==================== vend_dispense_arbiter
Figure 1. Track usage over the die (vend_dispense_arbiter).
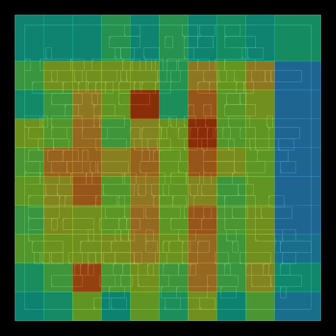

[config.mk]
export PLATFORM = sky130hd
export DESIGN_NAME = vend_dispense_arbiter
export DESIGN_NICKNAME = d
export VERILOG_FILES = /design/src/rtl/vend_pkg.sv /design/src/rtl/vend_rr_arbiter.sv /design/src/rtl/vend_dispense_arbiter.sv
export SDC_FILE = /design/constraint.sdc
export NUM_CORES = 1
export LEC_CHECK = 0
export CAP_MARGIN = 20
export CORE_MARGIN = 2
export CORE_UTILIZATION = 40
export DETAILED_ROUTE_END_ITERATION = 6
export SETUP_SLACK_MARGIN = 0.2
export SKIP_CTS_REPAIR_TIMING = 1
export SLEW_MARGIN = 30
export SYNTH_ARGS = -nofsm -noshare
export SYNTH_HDL_FRONTEND = slang
export SYNTH_SLANG_ARGS = --single-unit
[constraint.sdc]
create_clock -name clk -period 2.98 [get_ports clk]
set_clock_uncertainty 0.05 [all_clocks]
set_input_delay 0.298 -clock clk [delete_from_list [all_inputs] [get_ports clk]]
set_output_delay 0.298 -clock clk [all_outputs]
set_load 0.03 [all_outputs]
[src/rtl/vend_pkg.sv]
`default_nettype none
// ============================================================================
// Module      : vend_pkg
// Description : Shared types and constants for the dispense arbiter.
//               Holds the drink codes, response codes, FSM state encoding
//               and the default drink price.
// Revision    : 1.0 - initial release
// ============================================================================
package vend_pkg;

    localparam int NUM_DRINKS      = 4;
    localparam int DEF_DRINK_PRICE = 3;

    typedef enum logic [1:0] {
        DRINK_00 = 2'b00,
        DRINK_01 = 2'b01,
        DRINK_10 = 2'b10,
        DRINK_11 = 2'b11
    } drink_e;

    typedef enum logic [1:0] {
        RESP_OK        = 2'b00,
        RESP_NO_CREDIT = 2'b01,
        RESP_SOLD_OUT  = 2'b10,
        RESP_FAULT     = 2'b11
    } resp_code_e;

    typedef enum logic [1:0] {
        ST_IDLE     = 2'd0,
        ST_CHECK    = 2'd1,
        ST_DISPENSE = 2'd2,
        ST_RESPOND  = 2'd3
    } state_e;

endpackage
`default_nettype wire

[src/rtl/vend_rr_arbiter.sv]
`default_nettype none
// ============================================================================
// Module      : vend_rr_arbiter
// Description : Round-robin arbiter over NUM_PANELS requesters (2..4).
//               The grant is combinational from req and the pointer; the
//               pointer moves past the granted index when advance is high.
// Ports       : clk, rst        - clock, synchronous active-high reset
//               req             - request vector
//               advance         - grant is being taken this cycle
//               grant           - one-hot grant
//               grant_idx       - binary index of the grant
// Revision    : 1.0 - initial release
// ============================================================================
module vend_rr_arbiter #(
    parameter int NUM_PANELS = 2
) (
    input  logic                  clk,
    input  logic                  rst,
    input  logic [NUM_PANELS-1:0] req,
    input  logic                  advance,
    output logic [NUM_PANELS-1:0] grant,
    output logic [1:0]            grant_idx
);

    logic [1:0] r_ptr;
    logic       w_found;

    // Two passes: first the requesters at or above the pointer, then the
    // ones below it, which gives the wrap-around search without modulo math.
    always_comb begin
        grant     = '0;
        grant_idx = 2'd0;
        w_found   = 1'b0;
        for (int i = 0; i < NUM_PANELS; i++) begin
            if (!w_found && req[i] && (i >= int'(r_ptr))) begin
                w_found   = 1'b1;
                grant[i]  = 1'b1;
                grant_idx = 2'(i);
            end
        end
        for (int i = 0; i < NUM_PANELS; i++) begin
            if (!w_found && req[i] && (i < int'(r_ptr))) begin
                w_found   = 1'b1;
                grant[i]  = 1'b1;
                grant_idx = 2'(i);
            end
        end
    end

    always_ff @(posedge clk) begin
        if (rst) begin
            r_ptr <= 2'd0;
        end else if (advance) begin
            r_ptr <= (int'(grant_idx) == NUM_PANELS - 1) ? 2'd0 : grant_idx + 2'd1;
        end
    end

endmodule
`default_nettype wire

[src/rtl/vend_dispense_arbiter.sv]
`default_nettype none
// ============================================================================
// Module      : vend_dispense_arbiter
// Description : Shares one dispense motor between NUM_PANELS vending panels.
//               Picks a request round-robin, checks stock and credit, runs
//               the motor with a timeout and returns one response (code and
//               change) per accepted request. Keeps per-drink stock counters
//               with saturating restock.
// Ports       : clk, reset                 - clock, sync active-high reset
//               req_valid/drink/credit     - per-panel request
//               req_ready                  - one-hot accept pulse
//               motor_en/drink, motor_done - motor interface
//               restock_valid/drink        - add one unit of a drink
//               resp_valid/panel/code/change - response pulse
//               sold_out                   - per-drink empty flags
// Revision    : 1.0 - initial release
// ============================================================================
module vend_dispense_arbiter
    import vend_pkg::*;
#(
    parameter int NUM_PANELS    = 2,
    parameter int CREDIT_W      = 4,
    parameter int DRINK_PRICE   = DEF_DRINK_PRICE,
    parameter int STOCK_W       = 3,
    parameter int STOCK_INIT    = 4,
    parameter int MOTOR_TIMEOUT = 16
) (
    input  logic                           clk,
    input  logic                           reset,
    input  logic [NUM_PANELS-1:0]          req_valid,
    input  logic [2*NUM_PANELS-1:0]        req_drink,
    input  logic [CREDIT_W*NUM_PANELS-1:0] req_credit,
    output logic [NUM_PANELS-1:0]          req_ready,
    output logic                           motor_en,
    output logic [1:0]                     motor_drink,
    input  logic                           motor_done,
    input  logic                           restock_valid,
    input  logic [1:0]                     restock_drink,
    output logic                           resp_valid,
    output logic [1:0]                     resp_panel,
    output logic [1:0]                     resp_code,
    output logic [CREDIT_W-1:0]            resp_change,
    output logic [NUM_DRINKS-1:0]          sold_out
);

    localparam int                    c_tmo_w    = $clog2(MOTOR_TIMEOUT + 1);
    localparam logic [c_tmo_w-1:0]    c_tmo_last = c_tmo_w'(MOTOR_TIMEOUT - 1);
    localparam logic [CREDIT_W-1:0]   c_price    = CREDIT_W'(DRINK_PRICE);

    state_e                r_state;
    state_e                w_next;

    logic [NUM_PANELS-1:0] w_gnt;
    logic [1:0]            w_gnt_idx;
    logic                  w_grant_en;
    logic [1:0]            w_sel_drink;
    logic [CREDIT_W-1:0]   w_sel_credit;

    logic [1:0]            r_panel;
    logic [1:0]            r_drink;
    logic [CREDIT_W-1:0]   r_credit;
    logic [c_tmo_w-1:0]    r_tmo;

    logic [STOCK_W-1:0]    w_stock [NUM_DRINKS];

    logic                  w_dec_en;
    logic                  w_to_resp;
    resp_code_e            w_code;
    logic [CREDIT_W-1:0]   w_change;

    logic [1:0]            r_resp_panel;
    resp_code_e            r_resp_code;
    logic [CREDIT_W-1:0]   r_resp_change;

    vend_rr_arbiter #(
        .NUM_PANELS (NUM_PANELS)
    ) u_rr (
        .clk       (clk),
        .rst       (reset),
        .req       (req_valid),
        .advance   (w_grant_en),
        .grant     (w_gnt),
        .grant_idx (w_gnt_idx)
    );

    // Request fields of the granted panel.
    always_comb begin
        w_sel_drink  = 2'd0;
        w_sel_credit = '0;
        for (int i = 0; i < NUM_PANELS; i++) begin
            if (w_gnt[i]) begin
                w_sel_drink  = req_drink[2*i +: 2];
                w_sel_credit = req_credit[CREDIT_W*i +: CREDIT_W];
            end
        end
    end

    // ------------------------------------------------------------------
    // FSM
    // ------------------------------------------------------------------
    always_ff @(posedge clk) begin
        if (reset) begin
            r_state <= ST_IDLE;
        end else begin
            r_state <= w_next;
        end
    end

    always_comb begin
        w_next     = r_state;
        w_grant_en = 1'b0;
        w_to_resp  = 1'b0;
        w_dec_en   = 1'b0;
        w_code     = RESP_OK;
        w_change   = r_credit;
        case (r_state)
            ST_IDLE: begin
                // Gated by reset so a panel never sees an accept that the
                // reset is about to discard.
                if (!reset && (|w_gnt)) begin
                    w_grant_en = 1'b1;
                    w_next     = ST_CHECK;
                end
            end
            ST_CHECK: begin
                if (w_stock[r_drink] == '0) begin
                    w_code    = RESP_SOLD_OUT;
                    w_to_resp = 1'b1;
                    w_next    = ST_RESPOND;
                end else if (r_credit < c_price) begin
                    w_code    = RESP_NO_CREDIT;
                    w_to_resp = 1'b1;
                    w_next    = ST_RESPOND;
                end else begin
                    w_next    = ST_DISPENSE;
                end
            end
            ST_DISPENSE: begin
                // A done arriving on the final timeout cycle still counts.
                if (motor_done) begin
                    w_dec_en  = 1'b1;
                    w_code    = RESP_OK;
                    w_change  = r_credit - c_price;
                    w_to_resp = 1'b1;
                    w_next    = ST_RESPOND;
                end else if (r_tmo == c_tmo_last) begin
                    w_code    = RESP_FAULT;
                    w_to_resp = 1'b1;
                    w_next    = ST_RESPOND;
                end
            end
            ST_RESPOND: begin
                w_next = ST_IDLE;
            end
            default: begin
                w_next = ST_IDLE;
            end
        endcase
    end

    // ------------------------------------------------------------------
    // Request latch and response registers
    // ------------------------------------------------------------------
    always_ff @(posedge clk) begin
        if (reset) begin
            r_panel       <= 2'd0;
            r_drink       <= 2'd0;
            r_credit      <= '0;
            r_resp_panel  <= 2'd0;
            r_resp_code   <= RESP_OK;
            r_resp_change <= '0;
        end else begin
            if (w_grant_en) begin
                r_panel  <= w_gnt_idx;
                r_drink  <= w_sel_drink;
                r_credit <= w_sel_credit;
            end
            if (w_to_resp) begin
                r_resp_panel  <= r_panel;
                r_resp_code   <= w_code;
                r_resp_change <= w_change;
            end
        end
    end

    // Counts cycles spent in DISPENSE; cleared whenever the motor is idle.
    always_ff @(posedge clk) begin
        if (reset || (r_state != ST_DISPENSE)) begin
            r_tmo <= '0;
        end else begin
            r_tmo <= r_tmo + 1'b1;
        end
    end

    // ------------------------------------------------------------------
    // Per-drink stock counters
    // ------------------------------------------------------------------
    for (genvar d = 0; d < NUM_DRINKS; d++) begin : g_stock
        logic [STOCK_W-1:0] r_cnt;
        logic               w_inc;
        logic               w_dec;

        assign w_inc = restock_valid && (restock_drink == 2'(d));
        assign w_dec = w_dec_en && (r_drink == 2'(d));

        always_ff @(posedge clk) begin
            if (reset) begin
                r_cnt <= STOCK_W'(STOCK_INIT);
            end else if (w_inc && w_dec) begin
                r_cnt <= r_cnt;
            end else if (w_inc && (r_cnt != '1)) begin
                r_cnt <= r_cnt + 1'b1;
            end else if (w_dec) begin
                r_cnt <= r_cnt - 1'b1;
            end
        end

        assign w_stock[d]  = r_cnt;
        assign sold_out[d] = (r_cnt == '0);
    end

    // ------------------------------------------------------------------
    // Outputs
    // ------------------------------------------------------------------
    assign req_ready   = w_grant_en ? w_gnt : '0;
    assign motor_en    = (r_state == ST_DISPENSE);
    assign motor_drink = r_drink;
    assign resp_valid  = (r_state == ST_RESPOND);
    assign resp_panel  = r_resp_panel;
    assign resp_code   = r_resp_code;
    assign resp_change = r_resp_change;

endmodule
`default_nettype wire
==================== pwm_gen_flat
--- src/rtl/pwm_gen_if.sv ---
// pwm_gen_if: duty-cycle request handshake (duty_in / duty_vld / duty_rdy).
// master drives the request, slave (pwm_gen) returns ready.
interface pwm_gen_if #(
   parameter int N = 8
) ();
   localparam int W = $clog2(N + 1);

   logic [W-1:0] duty_in;
   logic         duty_vld;
   logic         duty_rdy;

   modport master (
      output duty_in,
      output duty_vld,
      input  duty_rdy
   );

   modport slave (
      input  duty_in,
      input  duty_vld,
      output duty_rdy
   );
endinterface

--- src/rtl/pwm_gen.sv ---
// pwm_gen: N-cycle PWM, one-deep pending duty applied at the wrap, drain-on-disable.
// Define PWM_GEN_ONESHOT_EN to add the oneshot input (single-period run).
module pwm_gen #(
   parameter  int N = 8,
   localparam int W = $clog2(N + 1)
) (
   input  logic         clk,
   input  logic         rst,
   input  logic         en,
`ifdef PWM_GEN_ONESHOT_EN
   input  logic         oneshot,
`endif
   pwm_gen_if.slave     duty,
   output logic         pwm,
   output logic         prd_end,
   output logic [W-1:0] cnt,
   output logic         busy
);
   typedef enum logic [1:0] {IDLE, RUN, DRAIN} state_t;

   localparam logic [W-1:0] LAST = W'(N - 1);
   localparam logic [W-1:0] FULL = W'(N);

   state_t       state, state_n;
   logic [W-1:0] cnt_n;
   logic [W-1:0] act, act_n;
   logic [W-1:0] pend, pend_n;
   logic [W-1:0] sat;
   logic         pend_vld, pend_vld_n;
   logic         pwm_n;
   logic         wrap, take, start, stop;

   assign busy          = (state != IDLE);
   assign wrap          = busy && (cnt == LAST);
   assign prd_end       = wrap;
   assign duty.duty_rdy = !pend_vld;
   assign take          = duty.duty_vld && !pend_vld;
   assign sat           = (duty.duty_in > FULL) ? FULL : duty.duty_in;

`ifdef PWM_GEN_ONESHOT_EN
   logic os, os_n, hold, hold_n;

   // hold blocks a restart after a one-shot until en has been seen low
   assign start = en && !hold;
   assign stop  = wrap && (!en || os);

   always_comb begin
      os_n   = os;
      hold_n = hold && en;
      if (state == IDLE && start)
         os_n = oneshot;
      if (wrap && os) begin
         os_n   = 1'b0;
         hold_n = 1'b1;
      end
   end

   always_ff @(posedge clk or negedge rst) begin
      if (!rst) begin
         os   <= 1'b0;
         hold <= 1'b0;
      end else begin
         os   <= os_n;
         hold <= hold_n;
      end
   end
`else
   assign start = en;
   assign stop  = wrap && !en;
`endif

   always_comb begin
      state_n    = state;
      cnt_n      = cnt;
      act_n      = act;
      pend_n     = pend;
      pend_vld_n = pend_vld;
      unique case (state)
         IDLE: begin
            if (take)
               act_n = sat;
            if (start)
               state_n = RUN;
         end
         RUN, DRAIN: begin
            cnt_n = wrap ? '0 : cnt + W'(1);
            if (take) begin
               pend_n     = sat;
               pend_vld_n = 1'b1;
            end
            if (wrap && pend_vld) begin
               act_n      = pend;
               pend_vld_n = 1'b0;
            end
            if (stop)
               state_n = IDLE;
            else if (en)
               state_n = RUN;
            else
               state_n = DRAIN;
         end
         default: state_n = IDLE;
      endcase
      if (state_n == IDLE)
         cnt_n = '0;
      // registered pwm tracks the next-cycle count so it lines up with cnt
      pwm_n = (state_n != IDLE) && (cnt_n < act_n);
   end

   always_ff @(posedge clk or negedge rst) begin
      if (!rst) begin
         state    <= IDLE;
         cnt      <= '0;
         act      <= '0;
         pend     <= '0;
         pend_vld <= 1'b0;
         pwm      <= 1'b0;
      end else begin
         state    <= state_n;
         cnt      <= cnt_n;
         act      <= act_n;
         pend     <= pend_n;
         pend_vld <= pend_vld_n;
         pwm      <= pwm_n;
      end
   end
endmodule
--- src/flat_wrapper.sv ---
// flat-port wrapper written by rule: the top's interface ports become plain ports
module pwm_gen_flat 
#(
   parameter  int N = 8,
   localparam int W = $clog2(N + 1)
)
  (clk, rst, en, pwm, prd_end, cnt, busy, duty_duty_in, duty_duty_vld, duty_duty_rdy);
  pwm_gen_if #(.N(N)) duty_i ();
  input  logic clk;
  input  logic rst;
  input  logic en;
  output logic pwm;
  output logic prd_end;
  output logic [W-1:0] cnt;
  output logic busy;
  input wire logic [$bits(duty_i.duty_in)-1:0] duty_duty_in;
  input wire logic [$bits(duty_i.duty_vld)-1:0] duty_duty_vld;
  output wire logic [$bits(duty_i.duty_rdy)-1:0] duty_duty_rdy;
  assign duty_i.duty_in = duty_duty_in;
  assign duty_i.duty_vld = duty_duty_vld;
  assign duty_duty_rdy = duty_i.duty_rdy;
  pwm_gen #(.N(N)) u_core (.clk(clk), .rst(rst), .en(en), .duty(duty_i), .pwm(pwm), .prd_end(prd_end), .cnt(cnt), .busy(busy));
endmodule
--- config.mk ---
export PLATFORM = sky130hd
export DESIGN_NAME = pwm_gen_flat
export DESIGN_NICKNAME = d
export VERILOG_FILES = /design/src/rtl/pwm_gen_if.sv /design/src/rtl/pwm_gen.sv /design/src/flat_wrapper.sv
export SDC_FILE = /design/constraint.sdc
export NUM_CORES = 1
export LEC_CHECK = 0
export ABC_CLOCK_PERIOD_IN_PS = 2200
export CORE_MARGIN = 2
export CORE_UTILIZATION = 42
export CTS_BUF_LIST = sky130_fd_sc_hd__clkbuf_8
export CTS_CLUSTER_DIAMETER = 60
export DETAILED_ROUTE_END_ITERATION = 7
export MAX_ROUTING_LAYER = met4
export PLACE_DENSITY_LB_ADDON = 0.2
export SLEW_MARGIN = 20
export SYNTH_ARGS = -nofsm -noshare
export SYNTH_HDL_FRONTEND = slang
export SYNTH_SLANG_ARGS = --single-unit
export TNS_END_PERCENT = 20
--- constraint.sdc ---
create_clock -name clk -period 2.2 [get_ports clk]
set_clock_uncertainty 0.1 [all_clocks]
set_input_delay 0.33 -clock clk [delete_from_list [all_inputs] [get_ports clk]]
set_output_delay 0.33 -clock clk [all_outputs]
set_load 0.02 [all_outputs]
==================== mem_copy_engine
**src/rtl/mem_copy_engine.sv**
```systemverilog
// mem_copy_engine: byte-wise memory-to-memory copy engine.
// Each byte is moved with one READ cycle followed by one WRITE cycle. Addresses
// wrap modulo 256, and bytes are copied in ascending order.
// Optional feature: define MEM_COPY_FILL_EN to add fill/fill_data. With that
// feature, a fill transfer writes a constant byte and skips the READ cycles.
module mem_copy_engine (
  input  logic       clk,
  input  logic       rst,
  input  logic       start,
  input  logic [7:0] src_addr,
  input  logic [7:0] dst_addr,
  input  logic [7:0] length,
`ifdef MEM_COPY_FILL_EN
  input  logic       fill,
  input  logic [7:0] fill_data,
`endif
  input  logic [7:0] ReadData,
  output logic       busy,
  output logic       done,
  output logic [7:0] Address,
  output logic [7:0] WriteData,
  output logic       MemRead,
  output logic       MemWrite
);

  typedef enum logic [1:0] {IDLE, READ, WRITE, DONE} state_t;

  state_t     state, state_next;
  logic [7:0] src_q, dst_q, len_q, cnt, buf_q;
  logic [8:0] cnt_inc;
  logic       more;
  logic       fill_start, fill_mode;
  logic [7:0] fill_byte;

  // The compare is 9 bits wide so that cnt+1 cannot wrap past length.
  assign cnt_inc = {1'b0, cnt} + 9'd1;
  assign more    = (cnt_inc < {1'b0, len_q});

`ifdef MEM_COPY_FILL_EN
  logic       fill_q;
  logic [7:0] fill_data_q;

  // Capture the fill request together with the other transfer parameters.
  always_ff @(posedge clk or posedge rst) begin
    if (rst) begin
      fill_q      <= 1'b0;
      fill_data_q <= 8'd0;
    end else if (state == IDLE && start) begin
      fill_q      <= fill;
      fill_data_q <= fill_data;
    end
  end

  assign fill_start = fill;
  assign fill_mode  = fill_q;
  assign fill_byte  = fill_data_q;
`else
  assign fill_start = 1'b0;
  assign fill_mode  = 1'b0;
  assign fill_byte  = 8'd0;
`endif

  // State register; reset aborts any transfer in progress.
  always_ff @(posedge clk or posedge rst) begin
    if (rst) state <= IDLE;
    else     state <= state_next;
  end

  // Transfer parameters, byte counter and the read-data buffer.
  always_ff @(posedge clk or posedge rst) begin
    if (rst) begin
      src_q <= 8'd0;
      dst_q <= 8'd0;
      len_q <= 8'd0;
      cnt   <= 8'd0;
      buf_q <= 8'd0;
    end else begin
      case (state)
        IDLE: begin
          if (start) begin
            src_q <= src_addr;
            dst_q <= dst_addr;
            len_q <= length;
            cnt   <= 8'd0;
          end
        end
        READ:    buf_q <= ReadData;
        WRITE:   cnt   <= cnt + 8'd1;
        default: ;
      endcase
    end
  end

  // Next state and memory strobes. Outputs depend only on state and registers.
  always_comb begin
    state_next = state;
    busy       = (state != IDLE);
    done       = 1'b0;
    MemRead    = 1'b0;
    MemWrite   = 1'b0;
    Address    = 8'd0;
    WriteData  = 8'd0;
    case (state)
      IDLE: begin
        if (start) begin
          if (length == 8'd0) state_next = DONE;
          else if (fill_start) state_next = WRITE;
          else                 state_next = READ;
        end
      end
      READ: begin
        MemRead    = 1'b1;
        Address    = src_q + cnt;
        state_next = WRITE;
      end
      WRITE: begin
        MemWrite  = 1'b1;
        Address   = dst_q + cnt;
        WriteData = fill_mode ? fill_byte : buf_q;
        if (more) state_next = fill_mode ? WRITE : READ;
        else      state_next = DONE;
      end
      DONE: begin
        done       = 1'b1;
        state_next = IDLE;
      end
      default: state_next = IDLE;
    endcase
  end

endmodule

```
**config.mk**
```make
export PLATFORM = sky130hd
export DESIGN_NAME = mem_copy_engine
export DESIGN_NICKNAME = d
export VERILOG_FILES = /design/src/rtl/mem_copy_engine.sv
export SDC_FILE = /design/constraint.sdc
export NUM_CORES = 1
export LEC_CHECK = 0
export CAP_MARGIN = 5
export CORE_ASPECT_RATIO = 1.75
export CORE_UTILIZATION = 30
export CTS_CLUSTER_SIZE = 12
export DETAILED_ROUTE_END_ITERATION = 10
export HOLD_SLACK_MARGIN = 0.03
export PLACE_DENSITY_LB_ADDON = 0.05
export RECOVER_POWER = 50
export REMOVE_ABC_BUFFERS = 1
export SLEW_MARGIN = 20
export SYNTH_ARGS = -nofsm -noshare
export SYNTH_HDL_FRONTEND = slang
export SYNTH_SLANG_ARGS = --single-unit
```
**constraint.sdc**
```tcl
create_clock -name clk -period 9.9 [get_ports clk]
set_input_delay 2.475 -clock clk [delete_from_list [all_inputs] [get_ports clk]]
set_output_delay 2.475 -clock clk [all_outputs]
set_load 0.02 [all_outputs]
```
Figure 2. Metal 2 (mem_copy_engine).
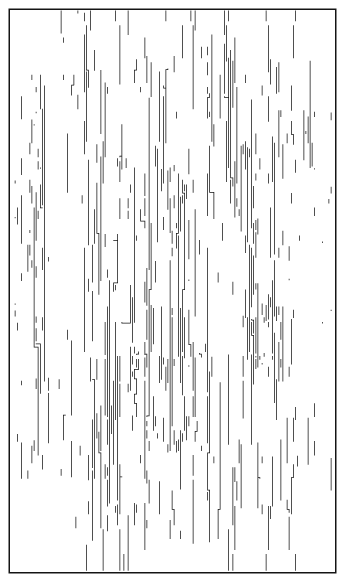
wire length on this layer = 3040 um
share of all routed wire = 53%
nets with wire on the layer = 293

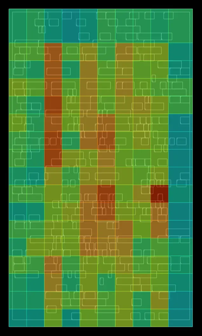
Figure 3: mem_copy_engine, track usage over the die.
global routing met1 resource utilization: 16.08%
fin util: 40.41%
Routed WL per cell: 14.93 um

==> impl_metrics.py, mem_copy_engine <==
# Metrics from the implementation run
metrics = {
    "sta": {
        "skew_ns": 0.003699,
        "timing.final.max_slew_violations": 43,
        "fmax_ghz": 0.1687,
    },
    "die": {
        "rows": 44,
        "coreArea_um2": 8258,
        "die_x_um": 71.49,
    },
    "cells_and_area": {
        "final_nets": 344,
        "area_growth_pct": 31.64,
        "drive_gt1_share_pct": 18.69,
    },
    "run_status": {
        "status": "finished, violations left",
        "violations": "capacitance limit, slew limit",
    },
    "worst_hold_path": {
        "holdPathEnd": "len_q[0]",
    },
    "synthesis": {
        "mux_area_share_pct": 19.00,
        "yosys_warnings": 0,
        "flop_cell": "dfrtp_1",
        "ys_cells": 234,
        "netlist_instances": 234,
    },
    "cts": {
        "cts-buffers-inserted": 5,
    },
    "pwr": {
        "p_leak_nw": 1.480,
    },
    "critical_path": {
        "crit_path_frequent_cell": "ha_1",
        "critical_path_required_ns": 7.43,
    },
    "placed_design": {
        "hpwl_um": 4093,
        "io_buffers": 54,
    },
    "route": {
        "post-route-drc-count": 0,
        "wl_met2_um": 3037,
    },
    "run": {
        "drv_cap": 1,
    },
}
## mem_copy_engine: layout make-up
class,instances,share of cell area [%]
Tap cell,92,3.450
Clock inverter,1,0.8999
Sequential cell,42,31.50
Clock buffer,6,4.162
Timing Repair Buffer,56,16.54
Inverter,20,2.250
Multi-Input combinational cell,164,41.21
## mem_copy_engine: metal layers
| layer | track usage, % | vias up |
|---|---|---|
| met3 | 2.508 | 10 |
| li1 | - | 936 |
| met1 | 16.08 | 915 |
| met2 | 26.55 | 46 |
| met4 | 6.250 | 0 |
| met5 | 0 | - |
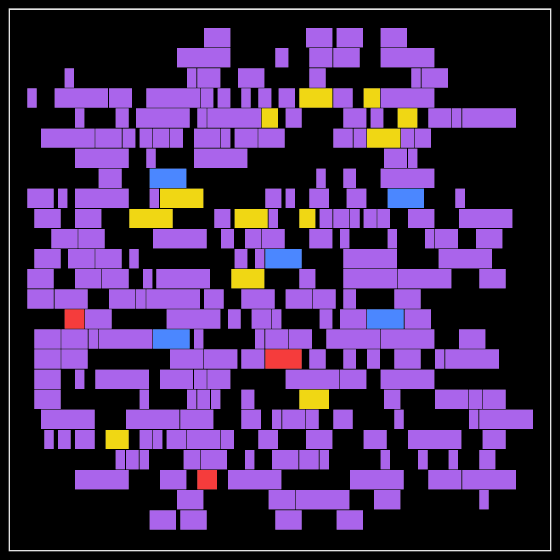
Figure 4: vend_dispense_arbiter, cell sizes after repair.
purple -> _0 and _1 cells  # cells 222
blue -> _6 and larger  # cells 5
red -> _3 and _4 cells  # cells 3
yellow -> _2 cells  # cells 12
Non-clock buffers: 37
synth-to-layout area growth: 23.64%

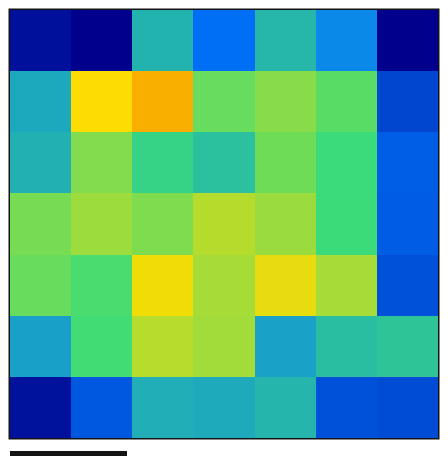
Figure 5: vend_dispense_arbiter, cell area per tile.
Scale bar: 20 um. 7 x 7 tiles, from dark blue (low) to red (high), 0 to 100% covered.
tiles over 75% full = 2.0%
fullest tile = 80%
nearly empty tiles = 4.1%
mean over tiles = 43%

## Picture notes: Figure 1
fin util: 50.68%
gr usage total: 16.19%
Routed WL per cell: 13.48 um

==> impl_metrics.py, vend_dispense_arbiter <==
# Metrics from the implementation run
metrics = {
    "sta": {
        "relSlewSlack_pct": 58.26,
        "setup_ws_ns": 0.7220,
        "min_period_ns": 2.258,
        "finalSetupViolCount": 0,
        "timing.final.max_slew_violations": 0,
    },
    "pwr": {
        "power.share.switching_pct": 37.70,
        "p_seq_uw": 618,
        "fin_total_pwr_mw": 1.606,
    },
    "die": {
        "dieArea_um2": 5345,
        "taps": 54,
        "fp.dieH_um": 73.11,
    },
    "placed_design": {
        "io_buffers": 36,
        "hpwl_um": 2960,
        "gp_routability_congestion": 0.7700,
    },
    "cells_and_area": {
        "inv_count": 6,
        "comb_cells": 158,
        "buffer_area_share_pct": 15.57,
    },
    "critical_path": {
        "rr_startpoint": "r_state[0]",
        "cp-start-kind": "flop",
        "r2r_end": "g_stock[1].r_cnt[2]",
    },
    "synthesis": {
        "flop_cell": "dfxtp_1",
        "synth.area.top_cells": "dfxtp_1, ha_1, nor2_1",
        "yosys.area_share.xor_xnor_pct": 5.959,
        "mux_area_share_pct": 2.620,
    },
    "run_status": {
        "status": "finished clean",
    },
    "worst_hold_path": {
        "min_path_cells": 1,
        "min-delay-path-class": "reg -> reg",
    },
    "grt": {
        "first_global_vias": 1455,
        "use_met3_pct": 3.867,
    },
    "route": {
        "wirelength_um": 3989,
        "wl_met2_um": 1703,
    },
    "run": {
        "log.warning_count": 30,
    },
}
## vend_dispense_arbiter: registers in the layout, indices dropped and copies added, names as in the netlist
name,count
r_tmo,5
r_state,2
r_credit,4
resp_code,2
r_panel,1
resp_change,4
u_rr.r_ptr,1
motor_drink,2
resp_panel,1
g_stock.r_cnt,12
## vend_dispense_arbiter: stage by stage
step	util (%)	instance area, um2
6_report	50.68	2362
5_1_grt	50.68	2362
3_5_place_dp	48.99	2283
4_1_cts	50.63	2360
3_3_place_gp	48.99	2283
2_1_floorplan	-	1911
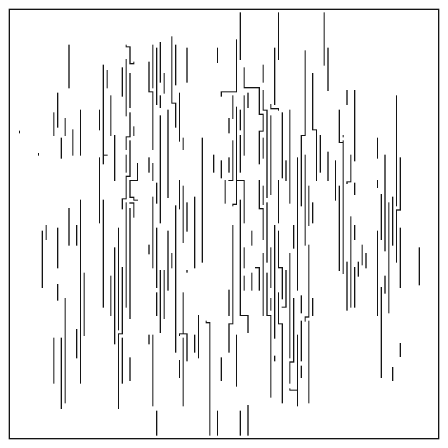
Figure 6: pwm_gen_flat, metal 2.
nets with wire on the layer = 143
main direction = vertical
wire length on this layer = 1150 um

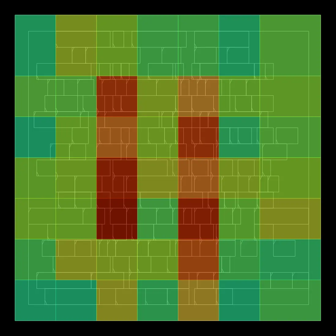
Figure 7: pwm_gen_flat, track usage over the die.
GR peak layer: met2
met3 Use GR: 3.736%
gr usage total: 20.78%
grt met2 use: 30.98%

==> impl_metrics.py, pwm_gen_flat <==
# Metrics from the implementation run
metrics = {
    "cells_and_area": {
        "comb_cells": 77,
        "final_common_cell": "buf_4",
        "clkbuf_count": 4,
        "inv_count": 6,
        "area_growth_pct": 60.08,
    },
    "placed_design": {
        "place_ws_ns": -0.3549,
        "dpl_cell_area_um2": 1353,
    },
    "grt": {
        "grt_first_pass_wirelength_um": 3891,
    },
    "die": {
        "initial_core_util_pct": 43.63,
        "die_x_um": 51.71,
        "io_pins": 16,
        "coreArea_um2": 2191,
    },
    "sta": {
        "relSlewSlack_pct": 63.12,
        "setup_ws_ns": -0.1858,
        "tightest_slew_ns": 0.5461,
        "finalSetupViolCount": 1,
    },
    "cts": {
        "post_cts_resized": 8,
        "cts_setup_buffers": 1,
    },
    "synthesis": {
        "synthAoiAreaFrac_pct": 13.61,
        "edf_count": 0,
        "synth_top_area_share_pct": 41.88,
        "ys_ff": 16,
        "yosys_warnings": 0,
    },
    "pwr": {
        "power_density_nw_per_um2": 1211,
        "ir_worst_vdd_mv": 0.7604,
        "p_leak_nw": 0.6949,
    },
    "run_status": {
        "status": "finished, violations left",
        "violations": "setup timing",
    },
    "route": {
        "top_layer": "met4",
        "via_per_inst": 5.073,
    },
    "critical_path": {
        "rr_startpoint": "u_core.state[1]",
    },
}
[pwm_gen_flat: worst max-delay path, stage by stage (launching register included)]
cell	delay (ns)
dfrtp_1	0.42
inv_2	0.09
ha_4	0.13
nand4bb_4	0.15
clkinv_4	0.10
a211oi_4	0.26
buf_4	0.15
nand2_2	0.04
and3_4	0.15
ha_4	0.15
a21o_1	0.18
a21oi_2	0.13
o21ai_1	0.09
a41oi_1	0.16
[pwm_gen_flat: power breakdown]
part	internal [mW]	leakage [nW]	switching (mW)	total [mW]
Sequential	0.393	0.209	0.0713	0.464
Clock	0.159	0.0288	0.105	0.263
Combinational	0.589	0.457	0.536	1.13

==================== branch_resolve_queue
Figure 8. Metal 2 (branch_resolve_queue).
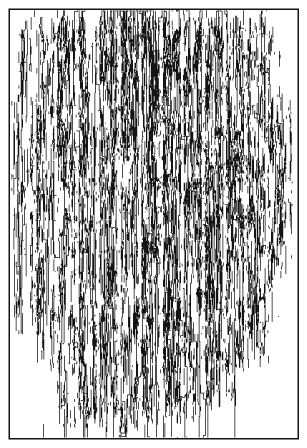

--- src/rtl/branch_resolve_queue.sv ---
// rtl/branch_resolve_queue.sv - in-order branch prediction queue with resolve, PHT update and redirect
// Fetch pushes predictions; the confirming stage pops the oldest entry with its actual outcome.
module branch_resolve_queue #(
  parameter int DEPTH           = 8,
  parameter int PC_WIDTH        = 32,
  parameter int PHT_INDEX_WIDTH = 10,
  localparam int AW             = $clog2(DEPTH),
  localparam int CW             = $clog2(DEPTH + 1)
) (
  input  logic                       clk,
  input  logic                       rst,
  input  logic                       flush,
  input  logic                       push_valid,
  output logic                       push_ready,
  input  logic [PC_WIDTH-1:0]        push_pc,
  input  logic [PHT_INDEX_WIDTH-1:0] push_pht_index,
  input  logic                       push_pred_taken,
  input  logic [PC_WIDTH-1:0]        push_pred_target,
  input  logic                       resolve_valid,
  input  logic                       resolve_taken,
  input  logic [PC_WIDTH-1:0]        resolve_target,
  output logic                       upd_valid,
  output logic [PHT_INDEX_WIDTH-1:0] upd_pht_index,
  output logic                       upd_taken,
  output logic                       mispredict,
  output logic [PC_WIDTH-1:0]        redirect_pc,
  output logic [CW-1:0]              count,
  output logic                       underflow_err
);

  localparam logic [AW:0] PTR_ONE = (AW + 1)'(1);

  logic [PC_WIDTH-1:0]        pcMem     [DEPTH];
  logic [PHT_INDEX_WIDTH-1:0] idxMem    [DEPTH];
  logic                       takenMem  [DEPTH];
  logic [PC_WIDTH-1:0]        targetMem [DEPTH];

  // Pointers carry one extra wrap bit so full and empty are distinguishable.
  logic [AW:0]   rdPtr;
  logic [AW:0]   wrPtr;
  logic [AW-1:0] rdIdx;
  logic [AW-1:0] wrIdx;
  logic          empty;
  logic          full;

  logic                       doPop;
  logic                       doPush;
  logic                       headMis;
  logic [PC_WIDTH-1:0]        headPc;
  logic [PHT_INDEX_WIDTH-1:0] headIdx;
  logic                       headPredTaken;
  logic [PC_WIDTH-1:0]        headPredTarget;
  logic [PC_WIDTH-1:0]        nextRedirect;

  assign rdIdx = rdPtr[AW-1:0];
  assign wrIdx = wrPtr[AW-1:0];
  assign empty = (rdPtr == wrPtr);
  assign full  = (rdIdx == wrIdx) && (rdPtr[AW] != wrPtr[AW]);

  assign headPc         = pcMem[rdIdx];
  assign headIdx        = idxMem[rdIdx];
  assign headPredTaken  = takenMem[rdIdx];
  assign headPredTarget = targetMem[rdIdx];

  assign headMis = (resolve_taken != headPredTaken) ||
                   (resolve_taken && (resolve_target != headPredTarget));
  assign nextRedirect = resolve_taken ? resolve_target : headPc + PC_WIDTH'(4);

  // Flush drops everything; a mispredicting pop makes any same-cycle push wrong-path.
  assign doPop  = resolve_valid && !empty && !flush;
  assign doPush = push_valid && !full && !flush && !(doPop && headMis);

  assign push_ready = !full;
  assign count      = CW'(wrPtr - rdPtr);

  always_ff @(posedge clk) begin
    if (doPush) begin
      pcMem[wrIdx]     <= push_pc;
      idxMem[wrIdx]    <= push_pht_index;
      takenMem[wrIdx]  <= push_pred_taken;
      targetMem[wrIdx] <= push_pred_target;
    end
  end

  always_ff @(posedge clk or negedge rst) begin
    if (!rst) begin
      rdPtr <= '0;
      wrPtr <= '0;
    end else if (flush) begin
      wrPtr <= rdPtr;
    end else if (doPop && headMis) begin
      rdPtr <= rdPtr + PTR_ONE;
      wrPtr <= rdPtr + PTR_ONE;
    end else begin
      if (doPop) begin
        rdPtr <= rdPtr + PTR_ONE;
      end
      if (doPush) begin
        wrPtr <= wrPtr + PTR_ONE;
      end
    end
  end

  always_ff @(posedge clk or negedge rst) begin
    if (!rst) begin
      upd_valid     <= 1'b0;
      upd_pht_index <= '0;
      upd_taken     <= 1'b0;
      mispredict    <= 1'b0;
      redirect_pc   <= '0;
      underflow_err <= 1'b0;
    end else begin
      upd_valid  <= doPop;
      mispredict <= doPop && headMis;
      if (doPop) begin
        upd_pht_index <= headIdx;
        upd_taken     <= resolve_taken;
        redirect_pc   <= nextRedirect;
      end
      if (resolve_valid && empty && !flush) begin
        underflow_err <= 1'b1;
      end
    end
  end

endmodule

--- config.mk ---
export PLATFORM = sky130hd
export DESIGN_NAME = branch_resolve_queue
export DESIGN_NICKNAME = d
export VERILOG_FILES = /design/src/rtl/branch_resolve_queue.sv
export SDC_FILE = /design/constraint.sdc
export NUM_CORES = 1
export LEC_CHECK = 0
export ABC_AREA = 1
export CORE_ASPECT_RATIO = 1.5
export CORE_MARGIN = 2
export CORE_UTILIZATION = 57
export CTS_CLUSTER_SIZE = 28
export DETAILED_ROUTE_END_ITERATION = 10
export DONT_BUFFER_PORTS = 1
export PLACE_DENSITY = 0.72
export SYNTH_ARGS = -nofsm -noshare
export SYNTH_HDL_FRONTEND = slang
export SYNTH_SLANG_ARGS = --single-unit
--- constraint.sdc ---
create_clock -name clk -period 8.7 [get_ports clk]
set_input_delay 1.74 -clock clk [delete_from_list [all_inputs] [get_ports clk]]
set_output_delay 1.74 -clock clk [all_outputs]
set_load 0.01 [all_outputs]
==================== thunderbird_lamp_monitor
## config.mk

```make
export PLATFORM = sky130hd
export DESIGN_NAME = thunderbird_lamp_monitor
export DESIGN_NICKNAME = d
export VERILOG_FILES = /design/src/rtl/thunderbird_lamp_monitor.sv
export SDC_FILE = /design/constraint.sdc
export NUM_CORES = 1
export LEC_CHECK = 0
export CORE_ASPECT_RATIO = 1.5
export CORE_MARGIN = 2
export CORE_UTILIZATION = 55
export DETAILED_ROUTE_END_ITERATION = 8
export HOLD_SLACK_MARGIN = 0.03
export PLACE_DENSITY_LB_ADDON = 0.12
export SLEW_MARGIN = 15
export SYNTH_ARGS = -nofsm -noshare
export SYNTH_HDL_FRONTEND = slang
export SYNTH_SLANG_ARGS = --single-unit
```

## constraint.sdc

```tcl
create_clock -name clk -period 2.7 [get_ports clk]
set_input_delay 0.405 -clock clk [delete_from_list [all_inputs] [get_ports clk]]
set_output_delay 0.405 -clock clk [all_outputs]
set_load 0.02 [all_outputs]
```

## src/rtl/thunderbird_lamp_monitor.sv

```systemverilog
`default_nettype none
// ============================================================================
// Module   : thunderbird_lamp_monitor
// Purpose  : Observer/decoder for the six Thunderbird tail lamps. On every
//            controller tick it samples L = {lc,lb,la} and R = {rc,rb,ra},
//            follows the legal left / right / hazard sequences, reports the
//            active mode, counts completed sequences and sequence errors, and
//            flags a controller that stops ticking outside IDLE.
// Revision : 1.0 - initial release
// ----------------------------------------------------------------------------
// Parameters
//   CNT_W       width of done_cnt / err_cnt (both saturate at 2^CNT_W-1)
//   STALL_CLKS  clk cycles without a tick, outside IDLE, before a stall (>= 2)
// Ports
//   clk         system clock
//   reset       asynchronous active-low reset
//   tick        one-clk strobe, controller advances its lamps in this cycle
//   la,lb,lc    left lamps, innermost to outermost
//   ra,rb,rc    right lamps, innermost to outermost
//   mode        0 idle, 1 left, 2 right, 3 hazard (registered)
//   seq_done    one-clk pulse when a full sequence returns to all-off
//   seq_err     one-clk pulse on an illegal lamp pattern at a tick
//   stall       one-clk pulse on stall timeout
//   done_cnt    completed sequences, saturating
//   err_cnt     sequence errors plus stalls, saturating
//   err_sticky  (THUNDERBIRD_MON_STICKY_EN only) latched error flag; while set
//               mode reads 0 but the sequence tracking keeps running
// Optional feature macro: THUNDERBIRD_MON_STICKY_EN
// ============================================================================
module thunderbird_lamp_monitor #(
  parameter int CNT_W      = 8,
  parameter int STALL_CLKS = 1000000
) (
  input  logic             clk,
  input  logic             reset,
  input  logic             tick,
  input  logic             la,
  input  logic             lb,
  input  logic             lc,
  input  logic             ra,
  input  logic             rb,
  input  logic             rc,
  output logic [1:0]       mode,
  output logic             seq_done,
  output logic             seq_err,
  output logic             stall,
  output logic [CNT_W-1:0] done_cnt,
  output logic [CNT_W-1:0] err_cnt
`ifdef THUNDERBIRD_MON_STICKY_EN
  ,
  output logic             err_sticky
`endif
);

  typedef enum logic [3:0] {
    ST_IDLE = 4'd0,
    ST_L1   = 4'd1,
    ST_L2   = 4'd2,
    ST_L3   = 4'd3,
    ST_R1   = 4'd4,
    ST_R2   = 4'd5,
    ST_R3   = 4'd6,
    ST_HAZ  = 4'd7
  } state_t;

  localparam int                  c_tmr_w      = (STALL_CLKS > 2) ? $clog2(STALL_CLKS) : 1;
  // The timer value seen in the last quiet cycle before the timeout edge;
  // the edge itself would make it STALL_CLKS-1.
  localparam logic [c_tmr_w-1:0]  c_stall_last = c_tmr_w'(STALL_CLKS - 2);
  localparam logic [CNT_W-1:0]    c_cnt_max    = '1;

  state_t             r_state;
  logic [c_tmr_w-1:0] r_timer;

  logic [2:0] w_l;
  logic [2:0] w_r;
  logic       w_all_off;
  state_t     w_entry_state;
  logic       w_entry_ok;
  state_t     w_tick_state;
  logic       w_tick_done;
  logic       w_tick_err;
  logic       w_timeout;
  state_t     w_next_state;
  logic       w_done_evt;
  logic       w_err_evt;

  assign w_l       = {lc, lb, la};
  assign w_r       = {rc, rb, ra};
  assign w_all_off = (w_l == 3'b000) && (w_r == 3'b000);

  function automatic logic [1:0] mode_of(input state_t s);
    logic [1:0] m;
    m = 2'd0;
    case (s)
      ST_L1, ST_L2, ST_L3: m = 2'd1;
      ST_R1, ST_R2, ST_R3: m = 2'd2;
      ST_HAZ:              m = 2'd3;
      default:             m = 2'd0;
    endcase
    return m;
  endfunction

  // Patterns that start a sequence from IDLE. Also used to resynchronise
  // after an illegal pattern: anything not listed here lands in IDLE.
  always_comb begin
    w_entry_state = ST_IDLE;
    w_entry_ok    = 1'b0;
    if (w_l == 3'b001 && w_r == 3'b000) begin
      w_entry_state = ST_L1;
      w_entry_ok    = 1'b1;
    end else if (w_l == 3'b000 && w_r == 3'b001) begin
      w_entry_state = ST_R1;
      w_entry_ok    = 1'b1;
    end else if (w_l == 3'b111 && w_r == 3'b111) begin
      w_entry_state = ST_HAZ;
      w_entry_ok    = 1'b1;
    end
  end

  // Next state for a tick cycle. Defaults describe the error/resync path;
  // each legal step overrides them.
  always_comb begin
    w_tick_state = w_entry_state;
    w_tick_done  = 1'b0;
    w_tick_err   = 1'b1;
    case (r_state)
      ST_IDLE: begin
        // all-off keeps IDLE (entry decode already yields IDLE for it)
        if (w_all_off || w_entry_ok) begin
          w_tick_err = 1'b0;
        end
      end
      ST_L1: begin
        if (w_l == 3'b011 && w_r == 3'b000) begin
          w_tick_state = ST_L2;
          w_tick_err   = 1'b0;
        end
      end
      ST_L2: begin
        if (w_l == 3'b111 && w_r == 3'b000) begin
          w_tick_state = ST_L3;
          w_tick_err   = 1'b0;
        end
      end
      ST_R1: begin
        if (w_r == 3'b011 && w_l == 3'b000) begin
          w_tick_state = ST_R2;
          w_tick_err   = 1'b0;
        end
      end
      ST_R2: begin
        if (w_r == 3'b111 && w_l == 3'b000) begin
          w_tick_state = ST_R3;
          w_tick_err   = 1'b0;
        end
      end
      ST_L3, ST_R3, ST_HAZ: begin
        if (w_all_off) begin
          w_tick_state = ST_IDLE;
          w_tick_err   = 1'b0;
          w_tick_done  = 1'b1;
        end
      end
      default: begin
        // unreachable encodings fall back to the resync path
      end
    endcase
  end

  // A tick in the timeout cycle takes priority, so the timeout needs !tick.
  assign w_timeout = (r_state != ST_IDLE) && !tick && (r_timer == c_stall_last);

  always_comb begin
    w_next_state = r_state;
    if (tick) begin
      w_next_state = w_tick_state;
    end else if (w_timeout) begin
      w_next_state = ST_IDLE;
    end
  end

  assign w_done_evt = tick && w_tick_done;
  assign w_err_evt  = (tick && w_tick_err) || w_timeout;

`ifdef THUNDERBIRD_MON_STICKY_EN
  logic w_sticky_next;
  assign w_sticky_next = err_sticky || w_err_evt;
`endif

  always_ff @(posedge clk or negedge reset) begin
    if (!reset) begin
      r_state  <= ST_IDLE;
      r_timer  <= '0;
      mode     <= 2'd0;
      seq_done <= 1'b0;
      seq_err  <= 1'b0;
      stall    <= 1'b0;
      done_cnt <= '0;
      err_cnt  <= '0;
`ifdef THUNDERBIRD_MON_STICKY_EN
      err_sticky <= 1'b0;
`endif
    end else begin
      r_state  <= w_next_state;
      seq_done <= w_done_evt;
      seq_err  <= tick && w_tick_err;
      stall    <= w_timeout;

      if (tick || (r_state == ST_IDLE) || w_timeout) begin
        r_timer <= '0;
      end else begin
        r_timer <= r_timer + 1'b1;
      end

      if (w_done_evt && (done_cnt != c_cnt_max)) begin
        done_cnt <= done_cnt + 1'b1;
      end
      if (w_err_evt && (err_cnt != c_cnt_max)) begin
        err_cnt <= err_cnt + 1'b1;
      end

`ifdef THUNDERBIRD_MON_STICKY_EN
      err_sticky <= w_sticky_next;
      mode       <= w_sticky_next ? 2'd0 : mode_of(w_next_state);
`else
      mode       <= mode_of(w_next_state);
`endif
    end
  end

endmodule
`default_nettype wire

```

Figure 9. Track usage over the die (branch_resolve_queue).
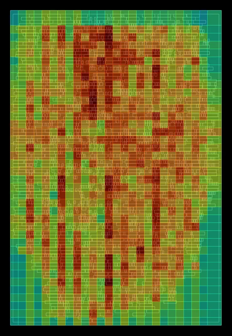
fin util: 62.63%
Routed WL per cell: 22.12 um
gr usage total: 28.11%
global routing met1 resource utilization: 33.99%

## Picture notes: Figure 8
longest straight run = 74.5 um
main direction = vertical
nets with wire on the layer = 2009
wire length on this layer = 34.9 mm

==> impl_metrics.py, branch_resolve_queue <==
# Metrics from the implementation run
metrics = {
    "synthesis": {
        "ys_seq_share_pct": 69.29,
        "top_logic_kind": "simple AND/OR/NAND/NOR gates",
    },
    "cts": {
        "clkSlewWorstSetupHoldPaths_ns": 0.07,
        "cts_tree": "built",
        "root_buffer": "clkbuf_16",
        "ctsLongestPathBuffers": 3,
    },
    "critical_path": {
        "criticalPathCategory": "reg -> reg",
        "critical_path_required_ns": 8.93,
        "reg2reg_depth": 18,
        "end_kind": "flop",
    },
    "cells_and_area": {
        "area_growth_pct": 8.791,
        "inv_count": 167,
        "sh_seq_area_pct": 63.72,
        "clkbuf_count": 79,
        "final_cell_count_no_fill": 3228,
        "buffer_area_share_pct": 0.7817,
        "buffers": 25,
        "layout_top_cells": "edfxtp_1, nand2_1, nor2_1, o21ai_0, inv_1",
    },
    "die": {
        "rows": 99,
        "die_x_um": 184.8,
        "taps": 656,
    },
    "run_status": {
        "status": "finished clean",
    },
    "route": {
        "ant_nets": 0,
    },
    "sta": {
        "skew_ns": 0.03269,
        "setup_ws_ns": 2.911,
        "hold-worst-slack_ns": 0.5557,
        "relSlewSlack_pct": 27.93,
    },
    "run": {
        "drv_cap": 0,
    },
    "grt": {
        "first_global_vias": 18420,
    },
}
==> branch_resolve_queue: power breakdown <==
group,total [mW],internal (mW),switching [mW]
logic,3.39,0.943,2.45
registers,4.08,3.77,0.307
clock network,2.75,1.59,1.16
==> branch_resolve_queue: routing by layer <==
layer | wire length [um] | up-vias | part of all wire (%) | track usage (%)
li1 | - | 8689 | - | -
met1 | 25930 | 9049 | 36 | 33.99
met2 | 34940 | 769 | 49 | 46.97
met3 | 6469 | 183 | 9.1 | 6.821
met4 | 4043 | 2 | 5.7 | 14.64
met5 | 11 | - | 0.015 | 0
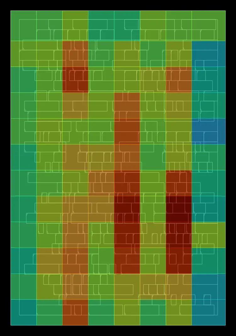
Figure 10: thunderbird_lamp_monitor, track usage over the die.
gr usage total: 20.61%
global routing met1 resource utilization: 24.46%
GR peak layer: met2
fin util: 66.21%

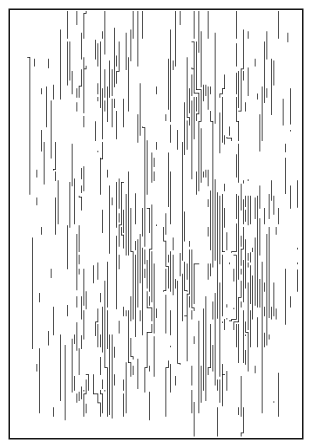
Figure 11: thunderbird_lamp_monitor, metal 2.
main direction = vertical
share of all routed wire = 52%
nets with wire on the layer = 245
longest straight run = 29.6 um

==> impl_metrics.py, thunderbird_lamp_monitor <==
# Metrics from the implementation run
metrics = {
    "pwr": {
        "ir_worst_vdd_mv": 0.5374,
        "power.clock.total_uw": 451,
    },
    "cells_and_area": {
        "final_common_cell": "dfrtp_1",
        "clk_share_pct": 3.668,
        "drive_gt1_share_pct": 8.647,
        "seq_area_um2": 1126,
    },
    "placed_design": {
        "dpl_cell_area_um2": 2661,
    },
    "critical_path": {
        "crit_chain": "clkdlybuf4s50_1 > nor3_2 > a32oi_1 > a31oi_1 > nand3_2 > nand4_1 > mux2_2",
        "endpoint": "err_cnt[6]",
        "crit_family": "simple AND/OR/NAND/NOR gates",
        "rr_startpoint": "r_timer[0]",
    },
    "route": {
        "vias": 1828,
    },
    "die": {
        "fp.dieH_um": 83.95,
    },
    "cts": {
        "clkSlewWorstSetupHoldPaths_ns": 0.08,
        "clock_latency_ns": 0.30,
    },
    "sta": {
        "hold-worst-slack_ns": 0.2611,
    },
    "run_status": {
        "status": "finished clean",
    },
    "synthesis": {
        "top_logic_kind": "simple AND/OR/NAND/NOR gates",
        "synth_top_area_share_pct": 48.05,
    },
}
-- thunderbird_lamp_monitor: per-stage QoR --
stage               utilization (%)  total power, mW  setup slack, ns
floorplan                         -           0.9887           0.7398
global placement              63.78            1.154           0.2033
detailed placement            63.78            1.161           0.1233
CTS                           66.21            1.615           0.4363
global route                  66.21            1.665           0.3283
finish                        66.21            1.594           0.3794
-- thunderbird_lamp_monitor: per-layer routing --
layer / wire (um) / part of all wire (%)
met5: 0 / 0
met4: 130 / 2.8
met3: 128 / 2.8
met2: 2420 / 52
met1: 1945 / 42

==> layout pictures side by side <==
Met1 routing.
(a)
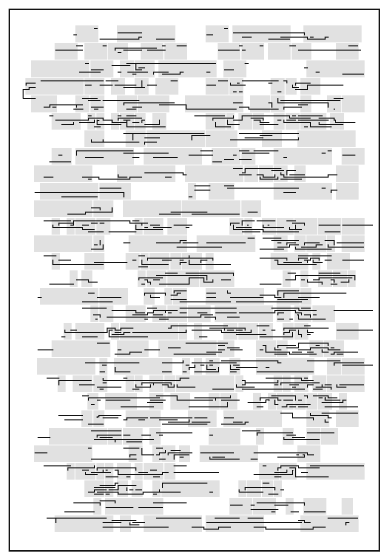
(b)
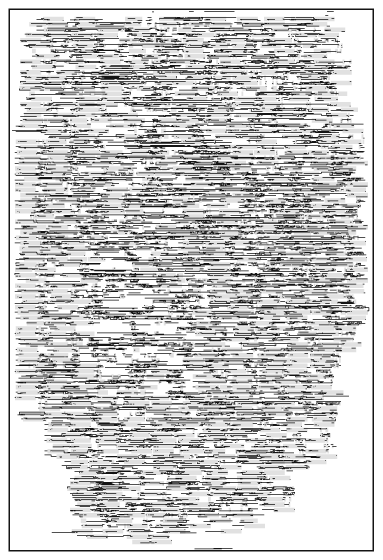
(a): thunderbird_lamp_monitor
(b): branch_resolve_queue



==> notes/layouts.md <==
Pictures saved along the way, in no particular order.

Cell area per tile.
picture 1
Scale bar: 20 um. 6 x 8 tiles, from dark blue (low) to red (high), 0 to 100% covered.
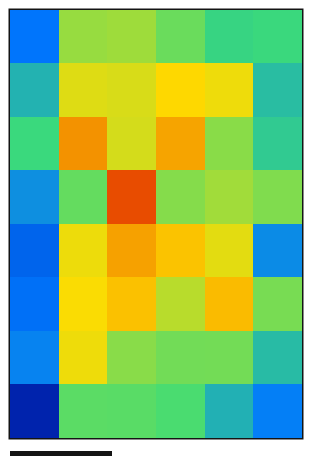
picture 2
Scale bar: 20 um. 7 x 12 tiles, from dark blue (low) to red (high), 0 to 100% covered.
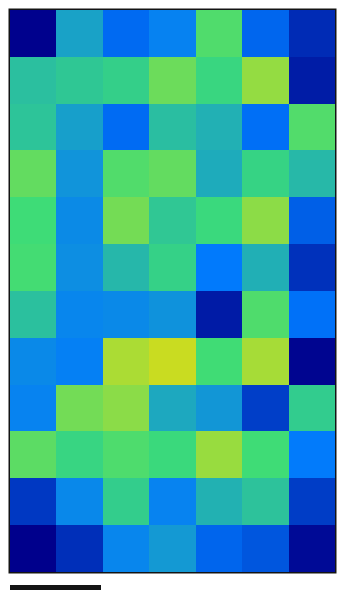
picture 3
Scale bar: 50 um. 18 x 28 tiles, from dark blue (low) to red (high), 0 to 100% covered.
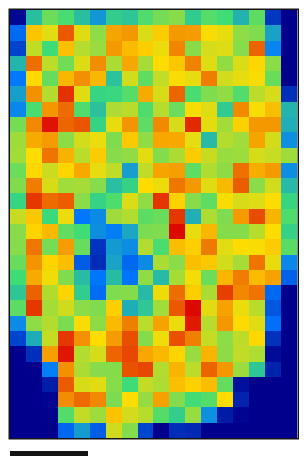
picture 4
Scale bar: 20 um. 10 x 10 tiles, from dark blue (low) to red (high), 0 to 100% covered.
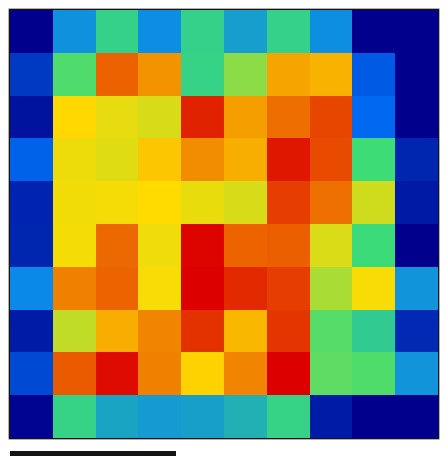
The one with the lowest utilization is picture 2.
The one with the largest die is picture 3.
- mem_copy_engine = picture 2
- branch_resolve_queue = picture 3
- thunderbird_lamp_monitor = picture 1
- pwm_gen_flat = picture 4

Key to picture 4:
mean over tiles = 56%
nearly empty tiles = 9.0%
tiles over 75% full = 37%
densest ninth of the die = middle
fullest tile = 100%

No activity file was given, so power comes from the tool's default toggle rates.
